######## block 1 ########
Fig. 1: block 1, PDN straps and rails
(6 px per um) Pins as bars on the die edge. Tap cells in grey.
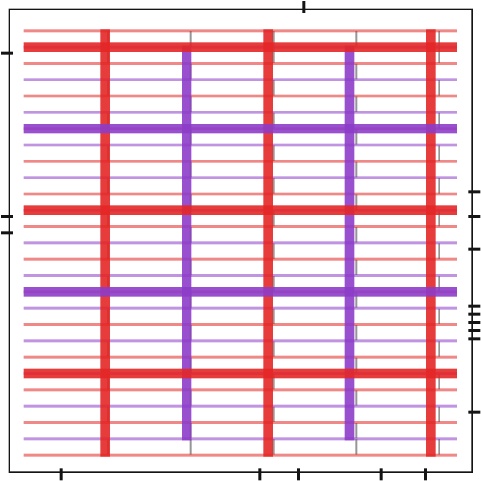

==> config.mk <==
export PLATFORM = sky130hd
export DESIGN_NAME = paddle_ctrl
export DESIGN_NICKNAME = d
export VERILOG_FILES = /design/src/rtl/paddle_ctrl.sv
export SDC_FILE = /design/constraint.sdc
export NUM_CORES = 1
export LEC_CHECK = 0
export CORE_MARGIN = 2
export CORE_UTILIZATION = 61
export CTS_BUF_LIST = sky130_fd_sc_hd__clkbuf_8
export CTS_CLUSTER_SIZE = 28
export DETAILED_ROUTE_END_ITERATION = 10
export PLACE_DENSITY = 0.85
export RECOVER_POWER = 25
export SKIP_CTS_REPAIR_TIMING = 1
export SYNTH_ARGS = -nofsm -noshare
export SYNTH_HDL_FRONTEND = slang
export SYNTH_SLANG_ARGS = --single-unit
==> constraint.sdc <==
create_clock -name clk -period 3.3 [get_ports clk]
set_input_delay 0.33 -clock clk [delete_from_list [all_inputs] [get_ports clk]]
set_output_delay 0.33 -clock clk [all_outputs]
set_load 0.01 [all_outputs]
==> src/rtl/paddle_ctrl.sv <==
// Paddle position controller: synchronises and debounces the up/down buttons,
// then moves the paddle once per frame tick with hold-based acceleration and clamping.
module paddle_ctrl #(
   parameter int SCREEN_HEIGHT   = 480,
   parameter int PADDLE_HEIGHT   = 100,
   parameter int SPEED_MIN       = 2,
   parameter int SPEED_MAX       = 6,
   parameter int ACCEL_FRAMES    = 15,
   parameter int DEBOUNCE_CYCLES = 250000
) (
   input  logic       clk,
   input  logic       rst_n,
   input  logic       frame_tick,
   input  logic       btn_up,
   input  logic       btn_down,
   input  logic       recenter,
   output logic [9:0] pad_top_pixel,
   output logic       at_top,
   output logic       at_bottom
);

   localparam int MAX_TOP = SCREEN_HEIGHT - PADDLE_HEIGHT;
   localparam int CENTER  = MAX_TOP / 2;
   localparam int DB_W    = (DEBOUNCE_CYCLES > 1) ? $clog2(DEBOUNCE_CYCLES) : 1;
   localparam int HOLD_W  = (ACCEL_FRAMES > 0) ? $clog2(ACCEL_FRAMES + 1) : 1;

   localparam logic [DB_W-1:0]   DB_LAST     = DB_W'(DEBOUNCE_CYCLES - 1);
   localparam logic [HOLD_W-1:0] HOLD_MAX    = HOLD_W'(ACCEL_FRAMES);
   localparam logic [10:0]       MAX_TOP_W   = 11'(MAX_TOP);
   localparam logic [9:0]        MAX_TOP_P   = 10'(MAX_TOP);
   localparam logic [9:0]        CENTER_P    = 10'(CENTER);
   localparam logic [10:0]       SPEED_MIN_W = 11'(SPEED_MIN);
   localparam logic [10:0]       SPEED_MAX_W = 11'(SPEED_MAX);

   typedef enum logic [1:0] {
      IDLE = 2'd0,
      UP   = 2'd1,
      DOWN = 2'd2
   } state_t;

   logic [1:0] btn_raw;
   logic [1:0] btn_db;

   assign btn_raw = {btn_down, btn_up};

   // Bit 0 is the up button, bit 1 the down button.
   generate
      for (genvar gi = 0; gi < 2; gi++) begin : g_btn
         logic            sync0_reg;
         logic            sync1_reg;
         logic            db_reg;
         logic [DB_W-1:0] cnt_reg;

         always_ff @(posedge clk or negedge rst_n) begin
            if (!rst_n) begin
               sync0_reg <= 1'b0;
               sync1_reg <= 1'b0;
               db_reg    <= 1'b0;
               cnt_reg   <= '0;
            end else begin
               sync0_reg <= btn_raw[gi];
               sync1_reg <= sync0_reg;
               if (sync1_reg == db_reg) begin
                  cnt_reg <= '0;
               end else if (cnt_reg == DB_LAST) begin
                  db_reg  <= sync1_reg;
                  cnt_reg <= '0;
               end else begin
                  cnt_reg <= cnt_reg + 1'b1;
               end
            end
         end

         assign btn_db[gi] = db_reg;
      end
   endgenerate

   state_t              state_reg, state_next;
   state_t              req;
   logic [HOLD_W-1:0]   hold_cnt_reg, hold_cnt_next;
   logic [9:0]          pos_reg, pos_next;
   logic [10:0]         pos_ext;
   logic [10:0]         step;
   logic [10:0]         sum;
   logic                same_dir;

   always_ff @(posedge clk or negedge rst_n) begin
      if (!rst_n) begin
         state_reg    <= IDLE;
         hold_cnt_reg <= '0;
         pos_reg      <= CENTER_P;
      end else begin
         state_reg    <= state_next;
         hold_cnt_reg <= hold_cnt_next;
         pos_reg      <= pos_next;
      end
   end

   always_comb begin
      state_next    = state_reg;
      hold_cnt_next = hold_cnt_reg;
      pos_next      = pos_reg;
      pos_ext       = {1'b0, pos_reg};
      step          = SPEED_MIN_W;
      sum           = pos_ext + SPEED_MIN_W;
      same_dir      = 1'b0;

      if (btn_db[0] && !btn_db[1]) begin
         req = UP;
      end else if (btn_db[1] && !btn_db[0]) begin
         req = DOWN;
      end else begin
         req = IDLE;
      end

      // recenter wins over a coincident frame tick.
      if (recenter) begin
         pos_next      = CENTER_P;
         state_next    = IDLE;
         hold_cnt_next = '0;
      end else if (frame_tick) begin
         if (req == IDLE) begin
            state_next    = IDLE;
            hold_cnt_next = '0;
         end else begin
            same_dir = (req == state_reg);
            if (same_dir && hold_cnt_reg == HOLD_MAX) begin
               step = SPEED_MAX_W;
            end
            if (!same_dir) begin
               hold_cnt_next = '0;
            end else if (hold_cnt_reg != HOLD_MAX) begin
               hold_cnt_next = hold_cnt_reg + 1'b1;
            end
            state_next = req;
            sum        = pos_ext + step;
            if (req == UP) begin
               pos_next = (pos_ext < step) ? 10'd0 : 10'(pos_ext - step);
            end else begin
               pos_next = (sum > MAX_TOP_W) ? MAX_TOP_P : sum[9:0];
            end
         end
      end
   end

   assign pad_top_pixel = pos_reg;
   assign at_top        = (pos_reg == 10'd0);
   assign at_bottom     = (pos_reg == MAX_TOP_P);

endmodule

######## block 2 ########
===== config.mk =====
export PLATFORM = sky130hd
export DESIGN_NAME = key_decoder
export DESIGN_NICKNAME = d
export VERILOG_FILES = /design/src/rtl/key_decoder.sv
export SDC_FILE = /design/constraint.sdc
export NUM_CORES = 1
export LEC_CHECK = 0
export CORE_MARGIN = 2
export CORE_UTILIZATION = 51
export CTS_BUF_LIST = sky130_fd_sc_hd__clkbuf_16
export DETAILED_ROUTE_END_ITERATION = 7
export PLACE_DENSITY = 0.91
export SLEW_MARGIN = 20
export SYNTH_ARGS = -nofsm -noshare
export SYNTH_HDL_FRONTEND = slang
export SYNTH_SLANG_ARGS = --single-unit

===== constraint.sdc =====
create_clock -name clk -period 3.03 [get_ports clk]
set_clock_uncertainty 0.15 [all_clocks]
set_input_delay 0.303 -clock clk [delete_from_list [all_inputs] [get_ports clk]]
set_output_delay 0.303 -clock clk [all_outputs]
set_load 0.02 [all_outputs]

===== src/rtl/key_decoder.sv =====
// key_decoder: turns the raw per-cycle stdin byte stream into registered game
// events (flap, pause toggle, quit). Parses ESC [ A as an up-arrow flap and
// reports a lone or unrecognised ESC as quit.
module key_decoder #(
    parameter int unsigned FLAP_HOLD   = 5,
    parameter int unsigned ESC_TIMEOUT = 3
) (
    input  logic        clk,
    input  logic        rst,
    input  logic [7:0]  inp,
    output logic        flap_pulse,
    output logic        flapping,
    output logic        paused,
    output logic        quit,
    output logic [15:0] flap_count
);

    localparam int unsigned HW = $clog2(FLAP_HOLD + 1);
    localparam int unsigned TW = $clog2(ESC_TIMEOUT + 1);

    localparam logic [HW-1:0] HOLD_LOAD = HW'(FLAP_HOLD);
    localparam logic [TW-1:0] TIMER_MAX = TW'(ESC_TIMEOUT);
    // Timer value at which one more empty cycle completes the timeout.
    localparam logic [TW-1:0] TIMER_LAST = TW'(ESC_TIMEOUT - 1);

    typedef enum logic [1:0] {
        StIdle,
        StEsc,
        StCsi
    } state_e;

    state_e        state_q, state_d;
    logic [TW-1:0] timer_q, timer_d;
    logic [HW-1:0] hold_q, hold_d;

    logic valid;
    logic is_flap, is_pause, is_quit, is_esc, is_lbrack, is_up;
    logic timeout;
    logic flap_ev, pause_ev, quit_ev;
    logic flap_acc;

    // 8'h00 and 8'hFF (EOF) mean "nothing typed this cycle".
    assign valid     = (inp != 8'h00) && (inp != 8'hFF);
    assign is_flap   = (inp == 8'h20) || (inp == 8'h77);
    assign is_pause  = (inp == 8'h70);
    assign is_quit   = (inp == 8'h71);
    assign is_esc    = (inp == 8'h1B);
    assign is_lbrack = (inp == 8'h5B);
    assign is_up     = (inp == 8'h41);
    assign timeout   = !valid && (timer_q == TIMER_LAST);

    // Decoder state and escape timer register.
    always_ff @(posedge clk or posedge rst) begin
        if (rst) begin
            state_q <= StIdle;
            timer_q <= '0;
        end else begin
            state_q <= state_d;
            timer_q <= timer_d;
        end
    end

    // Next decoder state and timer; any valid byte clears the timer.
    always_comb begin
        state_d = state_q;
        timer_d = timer_q;
        unique case (state_q)
            StIdle: begin
                timer_d = '0;
                if (valid && is_esc) state_d = StEsc;
            end
            StEsc: begin
                if (valid) begin
                    timer_d = '0;
                    if (is_lbrack)   state_d = StCsi;
                    else if (is_esc) state_d = StEsc;
                    else             state_d = StIdle;
                end else if (timeout) begin
                    state_d = StIdle;
                    timer_d = '0;
                end else if (timer_q != TIMER_MAX) begin
                    timer_d = timer_q + 1'b1;
                end
            end
            StCsi: begin
                if (valid) begin
                    state_d = StIdle;
                    timer_d = '0;
                end else if (timeout) begin
                    state_d = StIdle;
                    timer_d = '0;
                end else if (timer_q != TIMER_MAX) begin
                    timer_d = timer_q + 1'b1;
                end
            end
            default: begin
                state_d = StIdle;
                timer_d = '0;
            end
        endcase
    end

    // Events produced by this cycle's byte in the current decoder state.
    always_comb begin
        flap_ev  = 1'b0;
        pause_ev = 1'b0;
        quit_ev  = 1'b0;
        unique case (state_q)
            StIdle: begin
                if (valid) begin
                    flap_ev  = is_flap;
                    pause_ev = is_pause;
                    quit_ev  = is_quit;
                end
            end
            StEsc: begin
                if (valid) begin
                    if (is_esc) begin
                        quit_ev = 1'b1;
                    end else if (!is_lbrack) begin
                        // Unrecognised escape: quit, and the byte still counts as a key.
                        quit_ev  = 1'b1;
                        flap_ev  = is_flap;
                        pause_ev = is_pause;
                    end
                end else if (timeout) begin
                    quit_ev = 1'b1;
                end
            end
            StCsi: begin
                if (valid && is_up) flap_ev = 1'b1;
            end
            default: begin
                flap_ev = 1'b0;
            end
        endcase
    end

    // Flaps are dropped while paused; pause and quit always pass.
    assign flap_acc = flap_ev && !paused;

    // Hold counter: reload on an accepted flap, otherwise run down to zero.
    always_comb begin
        hold_d = hold_q;
        if (flap_acc)          hold_d = HOLD_LOAD;
        else if (hold_q != '0) hold_d = hold_q - 1'b1;
    end

    // Registered outputs and hold counter.
    always_ff @(posedge clk or posedge rst) begin
        if (rst) begin
            flap_pulse <= 1'b0;
            flapping   <= 1'b0;
            paused     <= 1'b0;
            quit       <= 1'b0;
            flap_count <= 16'h0000;
            hold_q     <= '0;
        end else begin
            flap_pulse <= flap_acc;
            quit       <= quit_ev;
            paused     <= paused ^ pause_ev;
            hold_q     <= hold_d;
            flapping   <= (hold_d != '0);
            if (flap_acc && (flap_count != 16'hFFFF)) flap_count <= flap_count + 16'd1;
        end
    end

endmodule



## Gallery

Routing congestion map.
Plate I
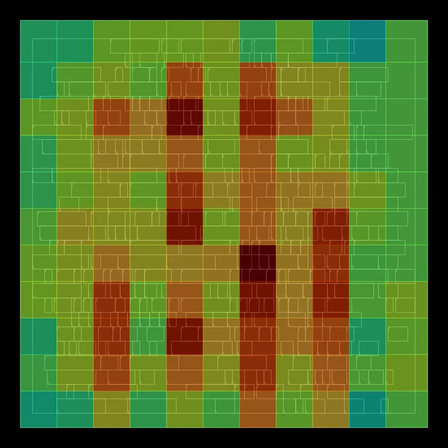
Plate II
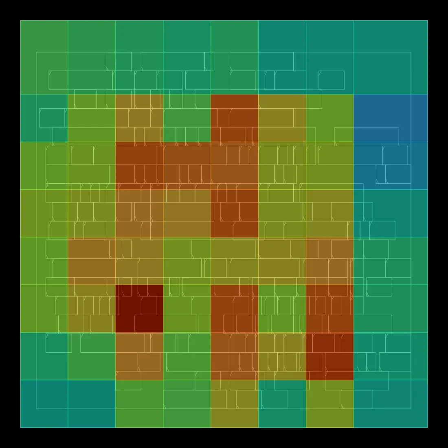
- Plate I = block 1
- Plate II = block 2

Fig. 2: block 1, routed clock nets over the placement
(4 px per um)
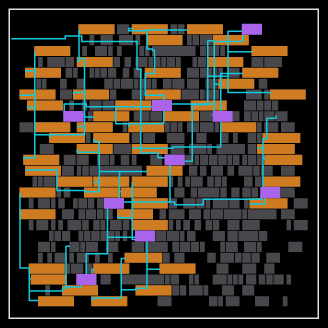
orange -> flip-flops  # count 57
cyan -> clock wires  # length 751 um
purple -> clock-net drivers  # count 9
routed clock nets = 10
flops lie = widely spread

## Picture notes: Fig. 1
red -> VSS
purple -> VDD
rows = 26
met4 straps = 5
met5 straps = 5
signal pins = 18
met1 rails = 27
IR drop worst, VDD: 381 uV
Die Height: 76.9 um
Die Width: 76.9 um
area of the core: 0.00511 mm^2

==> job_summary.md, block 1 <==
### Yosys + OpenROAD results

| Metric | Value |
|---|---|
| H-tree levels | 3 |
| P_comb | 0.0000438 W |
| Crit path depth | 11 |
| Port Buffers | 16 |
| Instance area at placement | 0.00343 mm^2 |
| Yosys warning total | 0 |
| CP Launch Point | g_btn[0].db_reg |
| Avg Cell Area, Syn | 9.34 um^2 |
| Part of the power in combinational logic | 0.028 |
| Area delta synth->final | 13.4% |
| Yosys simple share | 0.258 |
| CP max-delay cell | dfrtp_1 |
| CTS tree | yes |
| HP Class | primary input to async pin |
| Clock group | a little over 0.0008 W |
| Worst Skew | 7.42 ps |
| CP Buf/Inv Count | 1 |
| Final setup TNS | 0 ps |
| Status | complete, no violations |
==> block 1: cell usage after synthesis (all sizes together), types with 6 or more instances <==
| cell type | count | area, um^2 |
|---|---|---|
| nor2 | 54 | 203 |
| dfrtp | 51 | 1280 |
| nand2 | 28 | 108 |
| nand3 | 26 | 130 |
| xor2 | 21 | 184 |
| xnor2 | 15 | 131 |
| a21oi | 12 | 63.8 |
| nor3 | 12 | 76.3 |
| o21ai | 12 | 60.1 |
| and3 | 9 | 56.3 |
| buf | 8 | 51.3 |
| ha | 8 | 100 |
| inv | 8 | 30.0 |
| a31oi | 6 | 37.5 |
| dfstp | 6 | 158 |
==> block 1: routing by layer <==
metal,up-vias,global-route usage,routed length (um)
li1,1243,-,-
met1,1235,0.327,2870
met2,82,0.359,2930
met3,18,0.0788,354
met4,0,0.109,130
met5,-,0,0
==> block 1: layout make-up <==
class                           instances  share of cell area
Inverter                                8             0.00817
Sequential cell                        57               0.390
Multi-Input combinational cell        269               0.465
Clock inverter                          7              0.0337
Clock buffer                            9              0.0337
Tap cell                               70              0.0238
Timing Repair Buffer                   18              0.0459
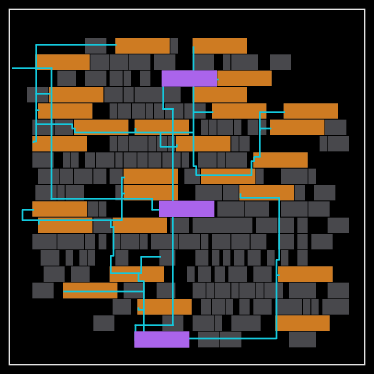
Fig. 3. Routed clock nets over the placement (block 2).
(6 px per um)
cyan -> clock wires  # length 353 um
purple -> clock-net drivers  # count 3
orange -> flip-flops  # count 27
routed clock nets = 4

==> job_summary.md, block 2 <==
### Yosys + OpenROAD results

| Metric | Value |
|---|---|
| DRT antenna net count | 0 |
| Die Width | a little under 60 um |
| Ys cells | 154 |
| RSZ-0062 raised after global routing | false |
| Maximum fanout along the worst path | 11 |
| Status | complete, no violations |
| IR drop worst, VDD | 244 uV |
| Non-filler cells, final | between 200 and 250 |
| Cts repair resizes | 0 |
| Area of the core | 0.00281 mm^2 |
| Port Buffers | 29 |
| R2R depth | 8 |
| Sink Count | 27 |
| CP required | 3070 ps |
| Dominant logic cell type in the layout | clkdlybuf4s50_1 |
| Minimum clock period | 2600 ps |
| Tool warning count | 32 |
| DRC violations left | 0 |
| Fin util | 0.693 |
| Post-CTS Setup Bufs | 0 |
| Register share after synthesis | 0.438 |
| Hold buffers post-CTS | 0 |
## block 2: logic make-up after synthesis
kind of cell	count (synthesis)	synth area share
fa+ha+maj	10	0.0811
flops	27	0.438
mux	1	0.00730
simple gates	74	0.264
xor+xnor	17	0.0965
compound gates	13	0.0795
buf+inv	12	0.0341
## block 2: final cells by class
class                           instances  area share
Timing Repair Buffer                   29       0.149
Clock inverter                          1     0.00386
Multi-Input combinational cell        115       0.419
Inverter                               11      0.0212
Sequential cell                        27       0.348
Clock buffer                            3      0.0386
Tap cell                               31      0.0200
## block 2: critical path, stage by stage
cell             delay, ps
clkdlybuf4s50_1        590
nand2b_4               100
or4_4                  500
a2111oi_4              410
o21ai_2                230
nor4_1                 310
xor2_1                 190
## block 2: per-layer routing
metal / track usage / part of all wire / up-vias
met5: 0 / 0 / -
met4: 0.107 / 0.020 / 0
met3: 0.0284 / 0.037 / 7
met2: 0.368 / 0.51 / 37
met1: 0.261 / 0.43 / 605
li1: - / - / 608
## block 2: report_power, final
group	leakage, nW	switching [W]	internal (W)	total (W)
combinational	0.496	0.000130	0.000108	0.000238
sequential	0.361	0.0000229	0.000395	0.000417
clock	0.0371	0.000127	0.000180	0.000307


## Gallery

Placement by cell class.
picture 1
(6 px per um) Fill, decap, tap and diode cells in grey.
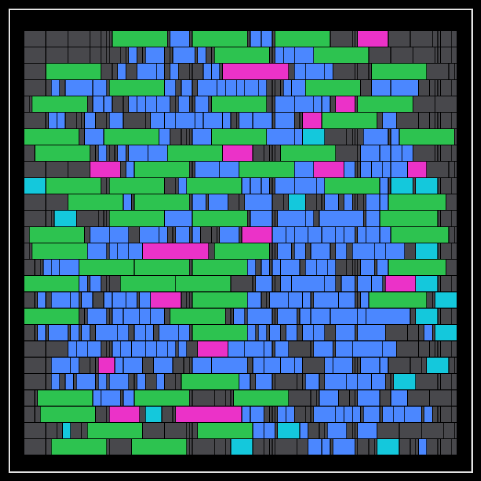
picture 2
(8 px per um) Fill, decap, tap and diode cells in grey.
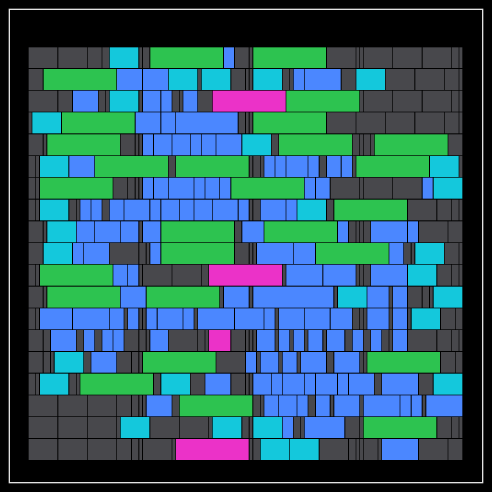
picture 2 -> block 2
picture 1 -> block 1
Of these, most cells: picture 1
Of these, most sequential cells: picture 1

Key to picture 1:
blue -> remaining logic cells  # cells 277, share of their area 48%
green -> sequential cells  # cells 57, share of their area 40%
cyan -> remaining buffers and delay cells  # cells 18, share of their area 4.7%
magenta -> clock drivers and dummy loads  # cells 16, share of their area 6.9%

No activity file was given, so power comes from the tool's default toggle rates.
